=== regfile_wb_arbiter_flat ===
Fig. 1: regfile_wb_arbiter_flat, signal wires on met3
(4 px per um)
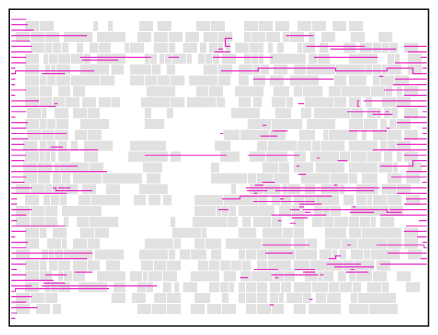

===== src/rtl/regfile_wb_arbiter_if.sv =====
// Write-back bus between the producers/decode stage and regfile_wb_arbiter.
//   master : producers and decode (drive requests, issue info and source checks)
//   slave  : the arbiter (drives grants, the register-file write port and busy flags)
// Signals:
//   req_valid/req_ready/req_rd/req_data    : per-requester write-back handshake
//   reg_write/rd_addr/write_data           : registered register-file write port
//   issue_valid/issue_rd                   : destination of a newly issued instruction
//   chk_rs1_addr/chk_rs2_addr, rs1/2_busy  : RAW hazard lookup for decode
interface regfile_wb_arbiter_if #(
   parameter int NUM_REQ    = 3,
   parameter int DATA_WIDTH = 32,
   parameter int ADDR_WIDTH = 5
);
   logic [NUM_REQ-1:0]            req_valid;
   logic [NUM_REQ-1:0]            req_ready;
   logic [NUM_REQ*ADDR_WIDTH-1:0] req_rd;
   logic [NUM_REQ*DATA_WIDTH-1:0] req_data;
   logic                          reg_write;
   logic [ADDR_WIDTH-1:0]         rd_addr;
   logic [DATA_WIDTH-1:0]         write_data;
   logic                          issue_valid;
   logic [ADDR_WIDTH-1:0]         issue_rd;
   logic [ADDR_WIDTH-1:0]         chk_rs1_addr;
   logic [ADDR_WIDTH-1:0]         chk_rs2_addr;
   logic                          rs1_busy;
   logic                          rs2_busy;

   modport master (
      output req_valid, req_rd, req_data, issue_valid, issue_rd, chk_rs1_addr, chk_rs2_addr,
      input  req_ready, reg_write, rd_addr, write_data, rs1_busy, rs2_busy
   );

   modport slave (
      input  req_valid, req_rd, req_data, issue_valid, issue_rd, chk_rs1_addr, chk_rs2_addr,
      output req_ready, reg_write, rd_addr, write_data, rs1_busy, rs2_busy
   );
endinterface


===== src/rtl/regfile_wb_arbiter.sv =====
// Write-back arbiter and pending-write scoreboard for a single-write-port
// register file.
//   - Round-robin grant among NUM_REQ producers, one handshake per cycle.
//   - Winning write is registered onto reg_write/rd_addr/write_data; the
//     register file writes on the following edge. rd=0 writes are accepted
//     but never assert reg_write.
//   - Optional scoreboard (macro REGFILE_WB_SCOREBOARD_EN) tracks destinations
//     issued but not yet written so decode can stall on RAW hazards. Without
//     the macro rs1_busy/rs2_busy are tied low and issue/check inputs ignored.
// Ports:
//   clk   : clock, rising edge
//   reset : synchronous, active-high
//   bus   : regfile_wb_arbiter_if.slave (requests, commit port, scoreboard)
module regfile_wb_arbiter #(
   parameter int NUM_REQ    = 3,
   parameter int DATA_WIDTH = 32,
   parameter int ADDR_WIDTH = 5
) (
   input logic                clk,
   input logic                reset,
   regfile_wb_arbiter_if.slave bus
);
   localparam int PTR_W = (NUM_REQ > 1) ? $clog2(NUM_REQ) : 1;

   logic [PTR_W-1:0]      ptr;
   logic [PTR_W-1:0]      win;
   logic [PTR_W-1:0]      ptr_nxt;
   logic                  any_valid;
   logic                  handshake;
   logic [NUM_REQ-1:0]    ready;

   logic [ADDR_WIDTH-1:0] rd_arr   [NUM_REQ];
   logic [DATA_WIDTH-1:0] data_arr [NUM_REQ];

   logic                  commit_we;
   logic [ADDR_WIDTH-1:0] commit_rd;
   logic [DATA_WIDTH-1:0] commit_data;

   for (genvar g = 0; g < NUM_REQ; g++) begin : g_unpack
      assign rd_arr[g]   = bus.req_rd[g*ADDR_WIDTH +: ADDR_WIDTH];
      assign data_arr[g] = bus.req_data[g*DATA_WIDTH +: DATA_WIDTH];
   end

   // Scan from the priority pointer upward (wrapping) and take the first valid.
   always_comb begin
      int               idx;
      logic [PTR_W-1:0] idx_sel;
      win       = '0;
      any_valid = 1'b0;
      idx       = 0;
      idx_sel   = '0;
      for (int k = 0; k < NUM_REQ; k++) begin
         idx = int'(ptr) + k;
         if (idx >= NUM_REQ) idx = idx - NUM_REQ;
         idx_sel = PTR_W'(idx);
         if (!any_valid && bus.req_valid[idx_sel]) begin
            any_valid = 1'b1;
            win       = idx_sel;
         end
      end
   end

   assign handshake = any_valid && !reset;

   always_comb begin
      ready = '0;
      if (handshake) ready[win] = 1'b1;
   end

   assign ptr_nxt = (win == PTR_W'(NUM_REQ - 1)) ? '0 : win + PTR_W'(1);

   always_ff @(posedge clk) begin
      if (reset) begin
         ptr         <= '0;
         commit_we   <= 1'b0;
         commit_rd   <= '0;
         commit_data <= '0;
      end else begin
         commit_we <= 1'b0;
         if (handshake) begin
            ptr         <= ptr_nxt;
            commit_we   <= (rd_arr[win] != '0);
            commit_rd   <= rd_arr[win];
            commit_data <= data_arr[win];
         end
      end
   end

   assign bus.req_ready  = ready;
   assign bus.reg_write  = commit_we;
   assign bus.rd_addr    = commit_rd;
   assign bus.write_data = commit_data;

`ifdef REGFILE_WB_SCOREBOARD_EN
   localparam int NUM_REGS = 1 << ADDR_WIDTH;

   logic [NUM_REGS-1:0] busy;
   logic [NUM_REGS-1:0] busy_nxt;

   // Clear follows the register-file write; a same-edge issue to the same
   // register must win, so the set is applied after the clear.
   always_comb begin
      busy_nxt = busy;
      if (commit_we) busy_nxt[commit_rd] = 1'b0;
      if (bus.issue_valid) busy_nxt[bus.issue_rd] = 1'b1;
      busy_nxt[0] = 1'b0;
   end

   always_ff @(posedge clk) begin
      if (reset) busy <= '0;
      else       busy <= busy_nxt;
   end

   assign bus.rs1_busy = busy[bus.chk_rs1_addr];
   assign bus.rs2_busy = busy[bus.chk_rs2_addr];
`else
   logic unused_sb;
   assign unused_sb    = ^{bus.issue_valid, bus.issue_rd, bus.chk_rs1_addr, bus.chk_rs2_addr};
   assign bus.rs1_busy = 1'b0;
   assign bus.rs2_busy = 1'b0;
`endif
endmodule


===== src/flat_wrapper.sv =====
// flat-port wrapper written by rule: the top's interface ports become plain ports
module regfile_wb_arbiter_flat 
#(
   parameter int NUM_REQ    = 3,
   parameter int DATA_WIDTH = 32,
   parameter int ADDR_WIDTH = 5
)
  (clk, reset, bus_req_valid, bus_req_rd, bus_req_data, bus_issue_valid, bus_issue_rd, bus_chk_rs1_addr, bus_chk_rs2_addr, bus_req_ready, bus_reg_write, bus_rd_addr, bus_write_data, bus_rs1_busy, bus_rs2_busy);
  regfile_wb_arbiter_if #(.NUM_REQ(NUM_REQ), .DATA_WIDTH(DATA_WIDTH), .ADDR_WIDTH(ADDR_WIDTH)) bus_i ();
  input logic clk;
  input logic reset;
  input wire logic [$bits(bus_i.req_valid)-1:0] bus_req_valid;
  input wire logic [$bits(bus_i.req_rd)-1:0] bus_req_rd;
  input wire logic [$bits(bus_i.req_data)-1:0] bus_req_data;
  input wire logic [$bits(bus_i.issue_valid)-1:0] bus_issue_valid;
  input wire logic [$bits(bus_i.issue_rd)-1:0] bus_issue_rd;
  input wire logic [$bits(bus_i.chk_rs1_addr)-1:0] bus_chk_rs1_addr;
  input wire logic [$bits(bus_i.chk_rs2_addr)-1:0] bus_chk_rs2_addr;
  output wire logic [$bits(bus_i.req_ready)-1:0] bus_req_ready;
  output wire logic [$bits(bus_i.reg_write)-1:0] bus_reg_write;
  output wire logic [$bits(bus_i.rd_addr)-1:0] bus_rd_addr;
  output wire logic [$bits(bus_i.write_data)-1:0] bus_write_data;
  output wire logic [$bits(bus_i.rs1_busy)-1:0] bus_rs1_busy;
  output wire logic [$bits(bus_i.rs2_busy)-1:0] bus_rs2_busy;
  assign bus_i.req_valid = bus_req_valid;
  assign bus_i.req_rd = bus_req_rd;
  assign bus_i.req_data = bus_req_data;
  assign bus_i.issue_valid = bus_issue_valid;
  assign bus_i.issue_rd = bus_issue_rd;
  assign bus_i.chk_rs1_addr = bus_chk_rs1_addr;
  assign bus_i.chk_rs2_addr = bus_chk_rs2_addr;
  assign bus_req_ready = bus_i.req_ready;
  assign bus_reg_write = bus_i.reg_write;
  assign bus_rd_addr = bus_i.rd_addr;
  assign bus_write_data = bus_i.write_data;
  assign bus_rs1_busy = bus_i.rs1_busy;
  assign bus_rs2_busy = bus_i.rs2_busy;
  regfile_wb_arbiter #(.NUM_REQ(NUM_REQ), .DATA_WIDTH(DATA_WIDTH), .ADDR_WIDTH(ADDR_WIDTH)) u_core (.clk(clk), .reset(reset), .bus(bus_i));
endmodule

===== config.mk =====
export PLATFORM = sky130hd
export DESIGN_NAME = regfile_wb_arbiter_flat
export DESIGN_NICKNAME = d
export VERILOG_FILES = /design/src/rtl/regfile_wb_arbiter_if.sv /design/src/rtl/regfile_wb_arbiter.sv /design/src/flat_wrapper.sv
export SDC_FILE = /design/constraint.sdc
export NUM_CORES = 1
export LEC_CHECK = 0
export CAP_MARGIN = 20
export CORE_ASPECT_RATIO = 0.75
export CORE_UTILIZATION = 33
export DETAILED_ROUTE_END_ITERATION = 7
export PLACE_DENSITY = 0.78
export SYNTH_ARGS = -nofsm -noshare
export SYNTH_HDL_FRONTEND = slang
export SYNTH_SLANG_ARGS = --single-unit

===== constraint.sdc =====
create_clock -name clk -period 2.1 [get_ports clk]
set_input_delay 0.42 -clock clk [delete_from_list [all_inputs] [get_ports clk]]
set_output_delay 0.42 -clock clk [all_outputs]
set_load 0.005 [all_outputs]

=== ram_stream_reader_flat ===
`config.mk`:
```
export PLATFORM = sky130hd
export DESIGN_NAME = ram_stream_reader_flat
export DESIGN_NICKNAME = d
export VERILOG_FILES = /design/src/rtl/pipe_pkg.sv /design/src/rtl/ram_stream_reader_if.sv /design/src/rtl/fifo2_w32.sv /design/src/rtl/ram_stream_reader.sv /design/src/flat_wrapper.sv
export SDC_FILE = /design/constraint.sdc
export NUM_CORES = 1
export LEC_CHECK = 0
export CAP_MARGIN = 20
export CORE_MARGIN = 4
export CORE_UTILIZATION = 40
export DETAILED_ROUTE_END_ITERATION = 8
export GPL_ROUTABILITY_DRIVEN = 0
export PLACE_DENSITY_LB_ADDON = 0.15
export REMOVE_ABC_BUFFERS = 1
export SKIP_CTS_REPAIR_TIMING = 1
export SLEW_MARGIN = 20
export SYNTH_ARGS = -nofsm -noshare
export SYNTH_HDL_FRONTEND = slang
export SYNTH_SLANG_ARGS = --single-unit
export TNS_END_PERCENT = 10
```
`constraint.sdc`:
```
create_clock -name clk_i -period 3.7 [get_ports clk_i]
set_input_delay 0.555 -clock clk_i [delete_from_list [all_inputs] [get_ports clk_i]]
set_output_delay 0.555 -clock clk_i [all_outputs]
set_load 0.01 [all_outputs]
```
`src/rtl/pipe_pkg.sv`:
```
// Shared definitions for the 16/32-bit sequence-RAM pipe blocks.
// Holds FSM state encodings, the half-word select constants and the
// default address and word-count widths.
package pipe_pkg;

  localparam int AW = 16;  // RAM address width
  localparam int LW = 16;  // 32-bit word-count width

  typedef enum logic [1:0] {
    S_IDLE  = 2'd0,
    S_RUN   = 2'd1,
    S_DRAIN = 2'd2
  } state_e;

  // Which half of a 32-bit word is on the 16-bit side.
  localparam logic S_L16 = 1'b0;
  localparam logic S_H16 = 1'b1;

endpackage

```
`src/rtl/ram_stream_reader_if.sv`:
```
// Bundle of the ram_stream_reader control, RAM read port and 16-bit
// stream signals.
//   master : the reader (drives rd_en_o/addr_o/data16_o/valid_o/busy_o/done_o)
//   slave  : the environment (drives start/saddr/len, RAM data and ready)
interface ram_stream_reader_if #(
  parameter int AW = pipe_pkg::AW,
  parameter int LW = pipe_pkg::LW
);
  logic          start_i;
  logic [AW-1:0] saddr_i;
  logic [LW-1:0] len_i;
  logic          rd_en_o;
  logic [AW-1:0] addr_o;
  logic [31:0]   data32_i;
  logic [15:0]   data16_o;
  logic          valid_o;
  logic          ready_i;
  logic          busy_o;
  logic          done_o;

  modport master (
    input  start_i, saddr_i, len_i, data32_i, ready_i,
    output rd_en_o, addr_o, data16_o, valid_o, busy_o, done_o
  );

  modport slave (
    output start_i, saddr_i, len_i, data32_i, ready_i,
    input  rd_en_o, addr_o, data16_o, valid_o, busy_o, done_o
  );
endinterface

```
`src/rtl/fifo2_w32.sv`:
```
// Two-entry synchronous 32-bit FIFO used as the read prefetch buffer.
// Ports: clk_i, rst_n_i (sync, active-low), push_i/wdata_i write side,
// pop_i read side, head_o (oldest entry), empty_o, count_o (0..2).
// The caller guarantees no push when full and no pop when empty.
module fifo2_w32 (
  input  logic        clk_i,
  input  logic        rst_n_i,
  input  logic        push_i,
  input  logic [31:0] wdata_i,
  input  logic        pop_i,
  output logic [31:0] head_o,
  output logic        empty_o,
  output logic [1:0]  count_o
);
  import pipe_pkg::*;

  logic [31:0] mem_q [2];
  logic        wr_ptr_q, wr_ptr_d;
  logic        rd_ptr_q, rd_ptr_d;
  logic [1:0]  count_q, count_d;

  always_comb begin
    wr_ptr_d = wr_ptr_q ^ push_i;
    rd_ptr_d = rd_ptr_q ^ pop_i;
    count_d  = count_q + {1'b0, push_i} - {1'b0, pop_i};
  end

  always_ff @(posedge clk_i) begin
    if (!rst_n_i) begin
      wr_ptr_q <= 1'b0;
      rd_ptr_q <= 1'b0;
      count_q  <= 2'd0;
    end else begin
      wr_ptr_q <= wr_ptr_d;
      rd_ptr_q <= rd_ptr_d;
      count_q  <= count_d;
    end
  end

  // Storage carries no reset; entries are only observed when count_q > 0.
  always_ff @(posedge clk_i) begin
    if (push_i) mem_q[wr_ptr_q] <= wdata_i;
  end

  assign head_o  = mem_q[rd_ptr_q];
  assign empty_o = (count_q == 2'd0);
  assign count_o = count_q;
endmodule

```
`src/rtl/ram_stream_reader.sv`:
```
// Reads len 32-bit words from the sequence RAM starting at saddr and
// streams them as 16-bit halves (low half first) over valid/ready.
// Ports: clk_i, rst_n_i (sync, active-low), bus (master modport):
//   start_i/saddr_i/len_i launch, rd_en_o/addr_o/data32_i RAM port
//   (1-cycle read latency), data16_o/valid_o/ready_i stream,
//   busy_o transfer in progress, done_o one-cycle completion pulse.
module ram_stream_reader #(
  parameter int AW = pipe_pkg::AW,
  parameter int LW = pipe_pkg::LW
) (
  input  logic                clk_i,
  input  logic                rst_n_i,
  ram_stream_reader_if.master bus
);
  import pipe_pkg::*;

  state_e        state_q, state_d;
  logic [AW-1:0] addr_q, addr_d;
  logic [LW-1:0] reads_left_q, reads_left_d;
  logic [LW-1:0] words_left_q, words_left_d;
  logic          inflight_q, inflight_d;
  logic          half_q, half_d;
  logic          done_q, done_d;

  logic          rd_en;
  logic          accept;
  logic          pop;
  logic [31:0]   head;
  logic          empty;
  logic [1:0]    count;

  // Returning RAM data is pushed only when this block issued the read in
  // the previous cycle; clearing inflight_q on reset drops stale returns.
  fifo2_w32 u_fifo (
    .clk_i   (clk_i),
    .rst_n_i (rst_n_i),
    .push_i  (inflight_q),
    .wdata_i (bus.data32_i),
    .pop_i   (pop),
    .head_o  (head),
    .empty_o (empty),
    .count_o (count)
  );

  // In-flight reads count toward the two-slot limit so a returning word
  // always has room in the buffer.
  assign rd_en  = (state_q == S_RUN) && (reads_left_q != '0) &&
                  (({1'b0, count} + {2'b00, inflight_q}) < 3'd2);
  assign accept = !empty && bus.ready_i;
  assign pop    = accept && (half_q == S_H16);

  always_comb begin
    state_d      = state_q;
    addr_d       = addr_q;
    reads_left_d = reads_left_q;
    words_left_d = words_left_q;
    inflight_d   = rd_en;
    half_d       = half_q;
    done_d       = 1'b0;

    if (rd_en) begin
      addr_d       = addr_q + AW'(1);
      reads_left_d = reads_left_q - LW'(1);
    end
    if (accept) half_d = (half_q == S_L16) ? S_H16 : S_L16;
    if (pop)    words_left_d = words_left_q - LW'(1);

    unique case (state_q)
      S_IDLE: begin
        if (bus.start_i) begin
          if (bus.len_i != '0) begin
            state_d      = S_RUN;
            addr_d       = bus.saddr_i;
            reads_left_d = bus.len_i;
            words_left_d = bus.len_i;
          end else begin
            done_d = 1'b1;
          end
        end
      end
      S_RUN: begin
        if (rd_en && (reads_left_q == LW'(1))) state_d = S_DRAIN;
      end
      S_DRAIN: begin
        if (pop && (words_left_q == LW'(1))) begin
          state_d = S_IDLE;
          done_d  = 1'b1;
        end
      end
      default: state_d = S_IDLE;
    endcase
  end

  always_ff @(posedge clk_i) begin
    if (!rst_n_i) begin
      state_q      <= S_IDLE;
      addr_q       <= '0;
      reads_left_q <= '0;
      words_left_q <= '0;
      inflight_q   <= 1'b0;
      half_q       <= S_L16;
      done_q       <= 1'b0;
    end else begin
      state_q      <= state_d;
      addr_q       <= addr_d;
      reads_left_q <= reads_left_d;
      words_left_q <= words_left_d;
      inflight_q   <= inflight_d;
      half_q       <= half_d;
      done_q       <= done_d;
    end
  end

  assign bus.rd_en_o  = rd_en;
  assign bus.addr_o   = addr_q;
  assign bus.valid_o  = !empty;
  assign bus.data16_o = empty ? 16'h0000 :
                        ((half_q == S_H16) ? head[31:16] : head[15:0]);
  assign bus.busy_o   = (state_q != S_IDLE);
  assign bus.done_o   = done_q;
endmodule
```
`src/flat_wrapper.sv`:
```
// flat-port wrapper written by rule: the top's interface ports become plain ports
module ram_stream_reader_flat import pipe_pkg::*;
#(
  parameter int AW = pipe_pkg::AW,
  parameter int LW = pipe_pkg::LW
)
  (clk_i, rst_n_i, bus_start_i, bus_saddr_i, bus_len_i, bus_data32_i, bus_ready_i, bus_rd_en_o, bus_addr_o, bus_data16_o, bus_valid_o, bus_busy_o, bus_done_o);
  ram_stream_reader_if #(.AW(AW), .LW(LW)) bus_i ();
  input  logic clk_i;
  input  logic rst_n_i;
  input wire logic [$bits(bus_i.start_i)-1:0] bus_start_i;
  input wire logic [$bits(bus_i.saddr_i)-1:0] bus_saddr_i;
  input wire logic [$bits(bus_i.len_i)-1:0] bus_len_i;
  input wire logic [$bits(bus_i.data32_i)-1:0] bus_data32_i;
  input wire logic [$bits(bus_i.ready_i)-1:0] bus_ready_i;
  output wire logic [$bits(bus_i.rd_en_o)-1:0] bus_rd_en_o;
  output wire logic [$bits(bus_i.addr_o)-1:0] bus_addr_o;
  output wire logic [$bits(bus_i.data16_o)-1:0] bus_data16_o;
  output wire logic [$bits(bus_i.valid_o)-1:0] bus_valid_o;
  output wire logic [$bits(bus_i.busy_o)-1:0] bus_busy_o;
  output wire logic [$bits(bus_i.done_o)-1:0] bus_done_o;
  assign bus_i.start_i = bus_start_i;
  assign bus_i.saddr_i = bus_saddr_i;
  assign bus_i.len_i = bus_len_i;
  assign bus_i.data32_i = bus_data32_i;
  assign bus_i.ready_i = bus_ready_i;
  assign bus_rd_en_o = bus_i.rd_en_o;
  assign bus_addr_o = bus_i.addr_o;
  assign bus_data16_o = bus_i.data16_o;
  assign bus_valid_o = bus_i.valid_o;
  assign bus_busy_o = bus_i.busy_o;
  assign bus_done_o = bus_i.done_o;
  ram_stream_reader #(.AW(AW), .LW(LW)) u_core (.clk_i(clk_i), .rst_n_i(rst_n_i), .bus(bus_i));
endmodule
```
Fig. 2: regfile_wb_arbiter_flat, layout detail
Region (53, 29) to (103, 79) um. Cells in gray, sequential cells in the stronger gray; small squares are vias.
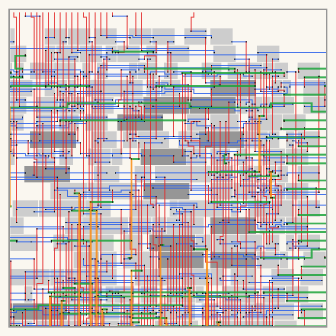
Key: metal 3 = green; metal 1 = blue; metal 2 = red; metal 4 = orange
176 logic cells have their middle in the window. Sequential cells in the window: 14. Netlist names of flops here include u_core.bus.write_data (10), u_core.bus.rd_addr (2). Most frequent: clkdlybuf4s50_1 (50), nor2_1 (14), dfxtp_1 (13).

About Fig. 1:
146 nets have wire on it. The layer carries 1170 um of wire. The longest straight run is 33.1 um. The layer holds 9.5% of the routed length. The wires run mostly horizontal.

==> results.json, regfile_wb_arbiter_flat <==
{
  "status": "finished, violations left",
  "violations": "setup timing",
  "ys_top_cells_by_count": "nor2_1 (45), dfxtp_1 (40), nand3_1 (35), o21ai_0 (35), a31oi_1 (34)",
  "cts_tree": "built",
  "finalWorstSetupSlack_ns": -0.371,
  "critPathKind": "reg -> out",
  "ir_drop_uv": 775,
  "coreArea_um2": 7470,
  "postRouteAntennaNets": 0,
  "clock_area_share_pct": 1.64,
  "gp_congestion": 0.901,
  "tap_cells": 101,
  "cpLargestDelayFamily": "simple AND/OR/NAND/NOR gates",
  "ys_sh_mux_pct": 3.86,
  "nonClkBufAreaFrac_pct": 44.5,
  "post_cts_buffers": 23,
  "wl_per_cell_um": 19.5,
  "seq_share_pct": 15.2,
  "setup_viol_count_final": 43,
  "inverters": 3,
  "synth_stat.cells": 327,
  "root_buffer": "clkbuf_8",
  "ctsHoldBuffers": 0,
  "warnings": 48,
  "fa_ha_area_share_pct": 1.93,
  "drt_wl_total_mm": 12.3,
  "nNetsFinal": 665,
  "grt_max_degree": 38,
  "synth-simple-area-share_pct": 21.5,
  "logic_family": "AND-OR/OR-AND gates",
  "drc": 0
}
==> regfile_wb_arbiter_flat: power breakdown <==
part | total [W] | internal, W | leakage (nW) | switching (W)
clock | 0.000518 | 0.000232 | 0.0479 | 0.000286
sequential | 0.00127 | 0.00109 | 0.334 | 0.000186
combinational | 0.00716 | 0.00374 | 1.72 | 0.00342
total | 0.00895 | 0.00505 | 2.10 | 0.00389
==> regfile_wb_arbiter_flat: stage by stage <==
stage | area, um^2 | cells | setup WS [ns] | power, W
CTS | 4990 | 617 | -0.336 | 0.00782
finish | 5330 | 631 | -0.371 | 0.00895
detailed placement | 4410 | 585 | -0.781 | 0.00598
floorplan | 2670 | 328 | -0.103 | 0.00421
global route | 5330 | 631 | -0.442 | 0.00943
global placement | 4410 | 585 | -0.676 | 0.00585
==> regfile_wb_arbiter_flat: final timing paths <==
path         slack (ns)                         to                      start  cells past startpoint
max               -0.37           bus_req_ready[0]              u_core.ptr[0]                      9
min reg2reg        0.48  u_core.bus.write_data[18]  u_core.bus.write_data[18]                      1
min                0.48  u_core.bus.write_data[18]  u_core.bus.write_data[18]                      1
max reg2reg       -0.30       u_core.bus.reg_write              u_core.ptr[0]                     12
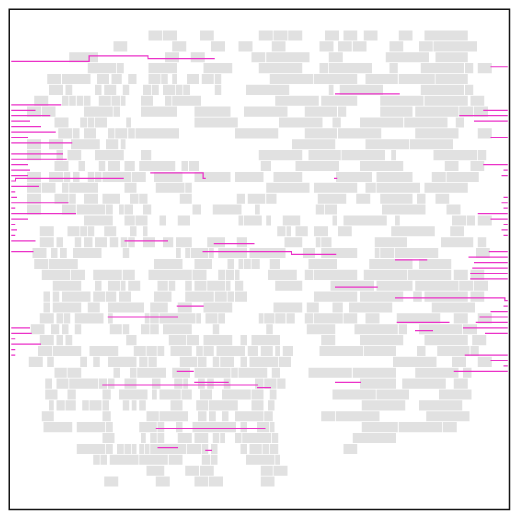
Fig. 3. Signal wires on met3 (ram_stream_reader_flat).
(4 px per um)
The longest straight run is 38.6 um. The wires run mostly horizontal. The layer holds 5.8% of the routed length. 76 nets have wire on it.

==> results.json, ram_stream_reader_flat <==
{
  "path_max_fanout": 6,
  "setup_viol_count_final": 0,
  "io-pin-count": 104,
  "startpoint_type": "register",
  "wl_met1_mm": 5.44,
  "synth-edff-count": 64,
  "max_freq_mhz": 326,
  "seqPwrFrac_pct": 39.1,
  "tightest_slew_ns": 0.827,
  "period_used_pct": 83.0,
  "antenna_cells": 0,
  "status": "completed",
  "synth_cell_type_count": 46,
  "ys_top_cells_by_count": "edfxtp_1 (64), dfxtp_1 (58), a21oi_1 (51)",
  "area_leaders": "edfxtp_1 (35%), dfxtp_1 (21%), xnor2_1 (6.9%), mux4_2 (6.6%), a21oi_1 (4.7%)",
  "logic_family": "simple AND/OR/NAND/NOR gates",
  "dieArea_um2": 15500,
  "fin_tns_setup_ns": 0,
  "layout-drive-gt1-share_pct": 11.7,
  "wl_per_cell_um": 16.1,
  "crit_chain": "or4_1 -> nor2_1 -> a21oi_2 -> clkdlybuf4s50_1",
  "synth_cells": 452,
  "route.met3.wl_um": 700,
  "use_met2_pct": 26.2,
  "lay_top_count": "clkdlybuf4s50_1",
  "grt_pass1_vias": 3965,
  "synth_top_area_share_pct": 35.3,
  "slew_viol_final": 0
}
-- ram_stream_reader_flat: final timing paths --
path | from | to | slack, ns | depth (start not counted)
worst min register to register | u_core.reads_left_q[7] | u_core.reads_left_q[7] | 0.50 | 2
worst max register to register | u_core.words_left_q[2] | u_core.bus.done_o | 1.48 | 5
worst min-delay path | u_core.reads_left_q[7] | u_core.reads_left_q[7] | 0.50 | 2
worst max-delay path | u_core.reads_left_q[5] | bus_rd_en_o | 0.63 | 4
-- ram_stream_reader_flat: cell type report --
| type | count | share of cell area (%) |
|---|---|---|
| inverter | 11 | 0.558 |
| timing repair buffer | 113 | 15.1 |
| tap | 176 | 2.97 |
| clock buffer | 17 | 5.75 |
| clock inverter | 15 | 3.74 |
| sequential | 122 | 41.6 |
| multi-input combinational | 297 | 30.2 |
-- ram_stream_reader_flat: state kept, by name (all words and copies together) (netlist names), 2 cells and up, named ones only --
signal                 cells
u_core.bus.addr_o         16
u_core.words_left_q       16
u_core.u_fifo.count_o      2
u_core.state_q             2
u_core.u_fifo.mem_q       64
u_core.reads_left_q       16

=== rs232tx ===
Fig. 4: rs232tx, placed cells, one color a class
(6 px per um)
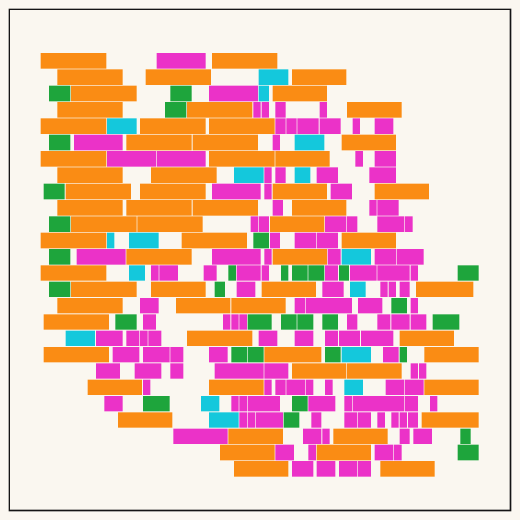
Fig. 5: rs232tx, I/O pins on the die edge
(4 px per um) Pins as bars across the die edge, other pins in gray.
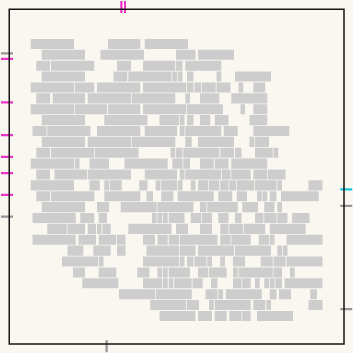
## config.mk

```make
export PLATFORM = sky130hd
export DESIGN_NAME = rs232tx
export DESIGN_NICKNAME = d
export VERILOG_FILES = /design/src/rtl/rs232tx.sv
export SDC_FILE = /design/constraint.sdc
export NUM_CORES = 1
export LEC_CHECK = 0
export CAP_MARGIN = 20
export CORE_MARGIN = 5
export CORE_UTILIZATION = 53
export DETAILED_ROUTE_END_ITERATION = 12
export GPL_TIMING_DRIVEN = 0
export HOLD_SLACK_MARGIN = 0.08
export PLACE_DENSITY = 0.82
export SYNTH_ARGS = -nofsm -noshare
export SYNTH_HDL_FRONTEND = slang
export SYNTH_SLANG_ARGS = --single-unit
```

## constraint.sdc

```tcl
create_clock -name clk -period 2.4 [get_ports clk]
set_clock_uncertainty 0.15 [all_clocks]
set_input_delay 0.48 -clock clk [delete_from_list [all_inputs] [get_ports clk]]
set_output_delay 0.48 -clock clk [all_outputs]
set_load 0.02 [all_outputs]
```

## src/rtl/rs232tx.sv

```systemverilog
// rs232tx: valid/ready byte FIFO feeding an LSB-first UART transmitter (8N1).
// Define RS232TX_PARITY_EN to insert an even-parity bit (8E1).
module rs232tx #(
  parameter int unsigned BAUD_RATE     = 9600,
  parameter int unsigned CLOCK_FREQ_HZ = 12000000,
  parameter int unsigned FIFO_DEPTH    = 4
) (
  input  logic       clk,
  input  logic       rst_n,
  input  logic [7:0] data,
  input  logic       valid,
  output logic       ready,
  output logic       TX,
  output logic       busy
);

  localparam int unsigned BIT_PERIOD = CLOCK_FREQ_HZ / BAUD_RATE;
  localparam int unsigned CNT_W      = (BIT_PERIOD > 1) ? $clog2(BIT_PERIOD) : 1;
  localparam int unsigned PTR_W      = (FIFO_DEPTH > 1) ? $clog2(FIFO_DEPTH) : 1;
  localparam int unsigned OCC_W      = $clog2(FIFO_DEPTH + 1);

`ifdef RS232TX_PARITY_EN
  typedef enum logic [2:0] {S_IDLE, S_START, S_DATA, S_PARITY, S_STOP} state_t;
`else
  typedef enum logic [2:0] {S_IDLE, S_START, S_DATA, S_STOP} state_t;
`endif

  state_t           r_state;
  logic [CNT_W-1:0] r_baud;
  logic [2:0]       r_idx;
  logic [7:0]       r_shift;
  logic             r_tx;
`ifdef RS232TX_PARITY_EN
  logic             r_par;
`endif

  logic [7:0]       r_mem [FIFO_DEPTH];
  logic [PTR_W-1:0] r_wr;
  logic [PTR_W-1:0] r_rd;
  logic [OCC_W-1:0] r_count;

  logic       w_full;
  logic       w_empty;
  logic       w_push;
  logic       w_pop;
  logic       w_bit_end;
  logic [7:0] w_head;

  assign w_full    = (r_count == OCC_W'(FIFO_DEPTH));
  assign w_empty   = (r_count == '0);
  assign w_push    = valid && !w_full;
  assign w_bit_end = (r_baud == CNT_W'(BIT_PERIOD - 1));
  assign w_head    = r_mem[r_rd];
  // Pop from IDLE, or straight out of a finishing stop bit for gapless frames.
  assign w_pop     = !w_empty &&
                     ((r_state == S_IDLE) || ((r_state == S_STOP) && w_bit_end));

  assign ready = !w_full;
  assign TX    = r_tx;
  assign busy  = (r_state != S_IDLE) || !w_empty;

  always_ff @(posedge clk) begin
    if (w_push) r_mem[r_wr] <= data;
  end

  // FIFO pointers and occupancy
  always_ff @(posedge clk or negedge rst_n) begin
    if (!rst_n) begin
      r_wr    <= '0;
      r_rd    <= '0;
      r_count <= '0;
    end else begin
      if (w_push) r_wr <= r_wr + PTR_W'(1);
      if (w_pop)  r_rd <= r_rd + PTR_W'(1);
      if (w_push && !w_pop)      r_count <= r_count + OCC_W'(1);
      else if (w_pop && !w_push) r_count <= r_count - OCC_W'(1);
    end
  end

  // Frame FSM; r_tx follows the state one cycle later, so every bit keeps its full period.
  always_ff @(posedge clk or negedge rst_n) begin
    if (!rst_n) begin
      r_state <= S_IDLE;
      r_baud  <= '0;
      r_idx   <= '0;
      r_shift <= '0;
      r_tx    <= 1'b1;
`ifdef RS232TX_PARITY_EN
      r_par   <= 1'b0;
`endif
    end else begin
      r_baud <= ((r_state == S_IDLE) || w_bit_end) ? '0 : r_baud + CNT_W'(1);
      case (r_state)
        S_IDLE: begin
          r_tx <= 1'b1;
          if (w_pop) r_state <= S_START;
        end
        S_START: begin
          r_tx <= 1'b0;
          if (w_bit_end) r_state <= S_DATA;
        end
        S_DATA: begin
          r_tx <= r_shift[0];
          if (w_bit_end) begin
            r_shift <= {1'b0, r_shift[7:1]};
            r_idx   <= r_idx + 3'd1;
`ifdef RS232TX_PARITY_EN
            if (r_idx == 3'd7) r_state <= S_PARITY;
`else
            if (r_idx == 3'd7) r_state <= S_STOP;
`endif
          end
        end
`ifdef RS232TX_PARITY_EN
        S_PARITY: begin
          r_tx <= r_par;
          if (w_bit_end) r_state <= S_STOP;
        end
`endif
        S_STOP: begin
          r_tx <= 1'b1;
          if (w_bit_end) r_state <= w_pop ? S_START : S_IDLE;
        end
        default: begin
          r_tx    <= 1'b1;
          r_state <= S_IDLE;
        end
      endcase
      if (w_pop) begin
        r_shift <= w_head;
        r_idx   <= '0;
`ifdef RS232TX_PARITY_EN
        r_par   <= ^w_head;
`endif
      end
    end
  end

endmodule

```

==> results.json <==
{
  "io-pin-count": 14,
  "lay_top_cells": "edfxtp_1 (32), dfrtp_1 (29), nor2_1 (17)",
  "drt_wl_total_mm": 4.98,
  "wl_per_cell_um": 15.9,
  "num-fill-cells": 366,
  "ff_latch_area_um2": 1770,
  "holdPathEnd": "TX",
  "dpl-instance-area_um2": 3090,
  "status": "completed",
  "hp-class": "reg -> reg",
  "p_leak_nw": 1.40,
  "fin_area_um2": 3390,
  "synth-simple-area-share_pct": 10.7,
  "vias": 1677,
  "pre_cts_ws_ns": -0.222,
  "coreArea_um2": 5170,
  "use_met3_pct": 6.34,
  "synth_cell_type_count": 35,
  "hold_path_startpoint": "r_shift[0]",
  "ys_top_cells_by_count": "edfxtp_1 (32), dfrtp_1 (31), nor2_1 (17)",
  "synth_stat.cells": 201,
  "cts_tree": "built",
  "nNetsFinal": 263,
  "period_used_pct": 97.6,
  "ys.flop_type": "edfxtp_1",
  "insertion_delay_ns": 0.34,
  "initial_core_util_pct": 55.0,
  "ys_sh_mux_pct": 10.7,
  "initialDrtViolationCount": 109,
  "period_needed_ns": 2.34
}
About Fig. 4:
Key: combinational and other logic = magenta [cells 131, share of their area 33%]; clock drivers and dummy loads = cyan [cells 16, share of their area 5.2%]; flops = orange [cells 64, share of their area 53%]; other buffers and delay cells = green [cells 32, share of their area 8.0%]

About Fig. 5:
Key: data = magenta [pins 8, direction input, edge 6 left, 2 top]; TX = cyan [pins 1, direction output, edge right]

-- worst min-delay path: cells and delay by family (launching register included) --
family,cells,cell delay [ns]
AOI/OAI and AO/OA,1,0.06
and+or+nand+nor,1,0.05
DFF,1,0.35
-- repair_timing --
item                                    CTS  global route
endpoints found under the setup margin    3             4
hold buffers                              1             0
endpoints found under the hold margin    31             0
buffers inserted                         10             3
pin swaps                                 3             5
gates resized                             5             7
-- power by group --
part / leakage [nW] / switching, W / internal, W / total (W)
logic: 0.638 / 0.000246 / 0.000237 / 0.000483
clock network: 0.0789 / 0.000432 / 0.000371 / 0.000803
registers: 0.683 / 0.0000645 / 0.00132 / 0.00139
total: 1.40 / 0.000743 / 0.00193 / 0.00267
-- final cells by class --
class | instances | area share (%)
Multi-Input combinational cell | 123 | 31.6
Clock buffer | 9 | 3.65
Timing Repair Buffer | 27 | 7.12
Buffer | 5 | 0.627
Sequential cell | 64 | 52.0
Clock inverter | 7 | 1.44
Inverter | 8 | 0.959
Tap cell | 70 | 2.58
-- registers in the layout, summed over array words and instances (netlist names) --
register  count
TX            1
r_baud       11
r_count       3
r_idx         3
r_mem        32
r_rd          2
r_shift       8
r_state       2
r_wr          2


==> notes/layouts.md <==
Pictures saved along the way, in no particular order.

Clock routing.
image #1
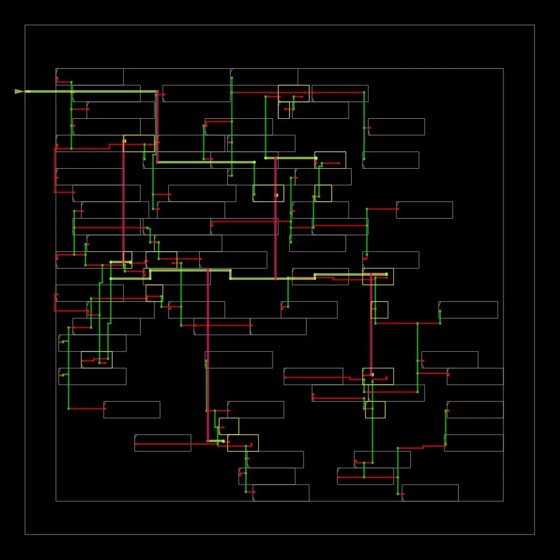
image #2
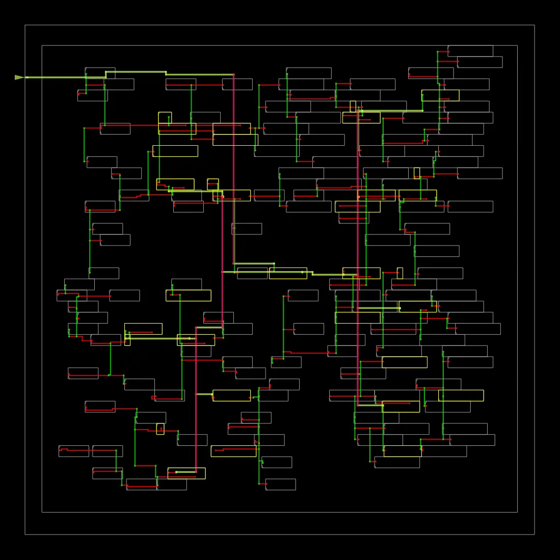
image #3
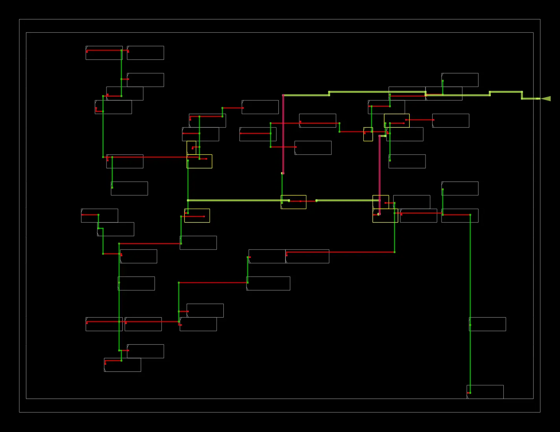
| from | picture |
|---|---|
| regfile_wb_arbiter_flat | image #3 |
| rs232tx | image #1 |
| ram_stream_reader_flat | image #2 |
- most sequential cells: image #2
- fewest sequential cells: image #3

No activity file was given, so power comes from the tool's default toggle rates.
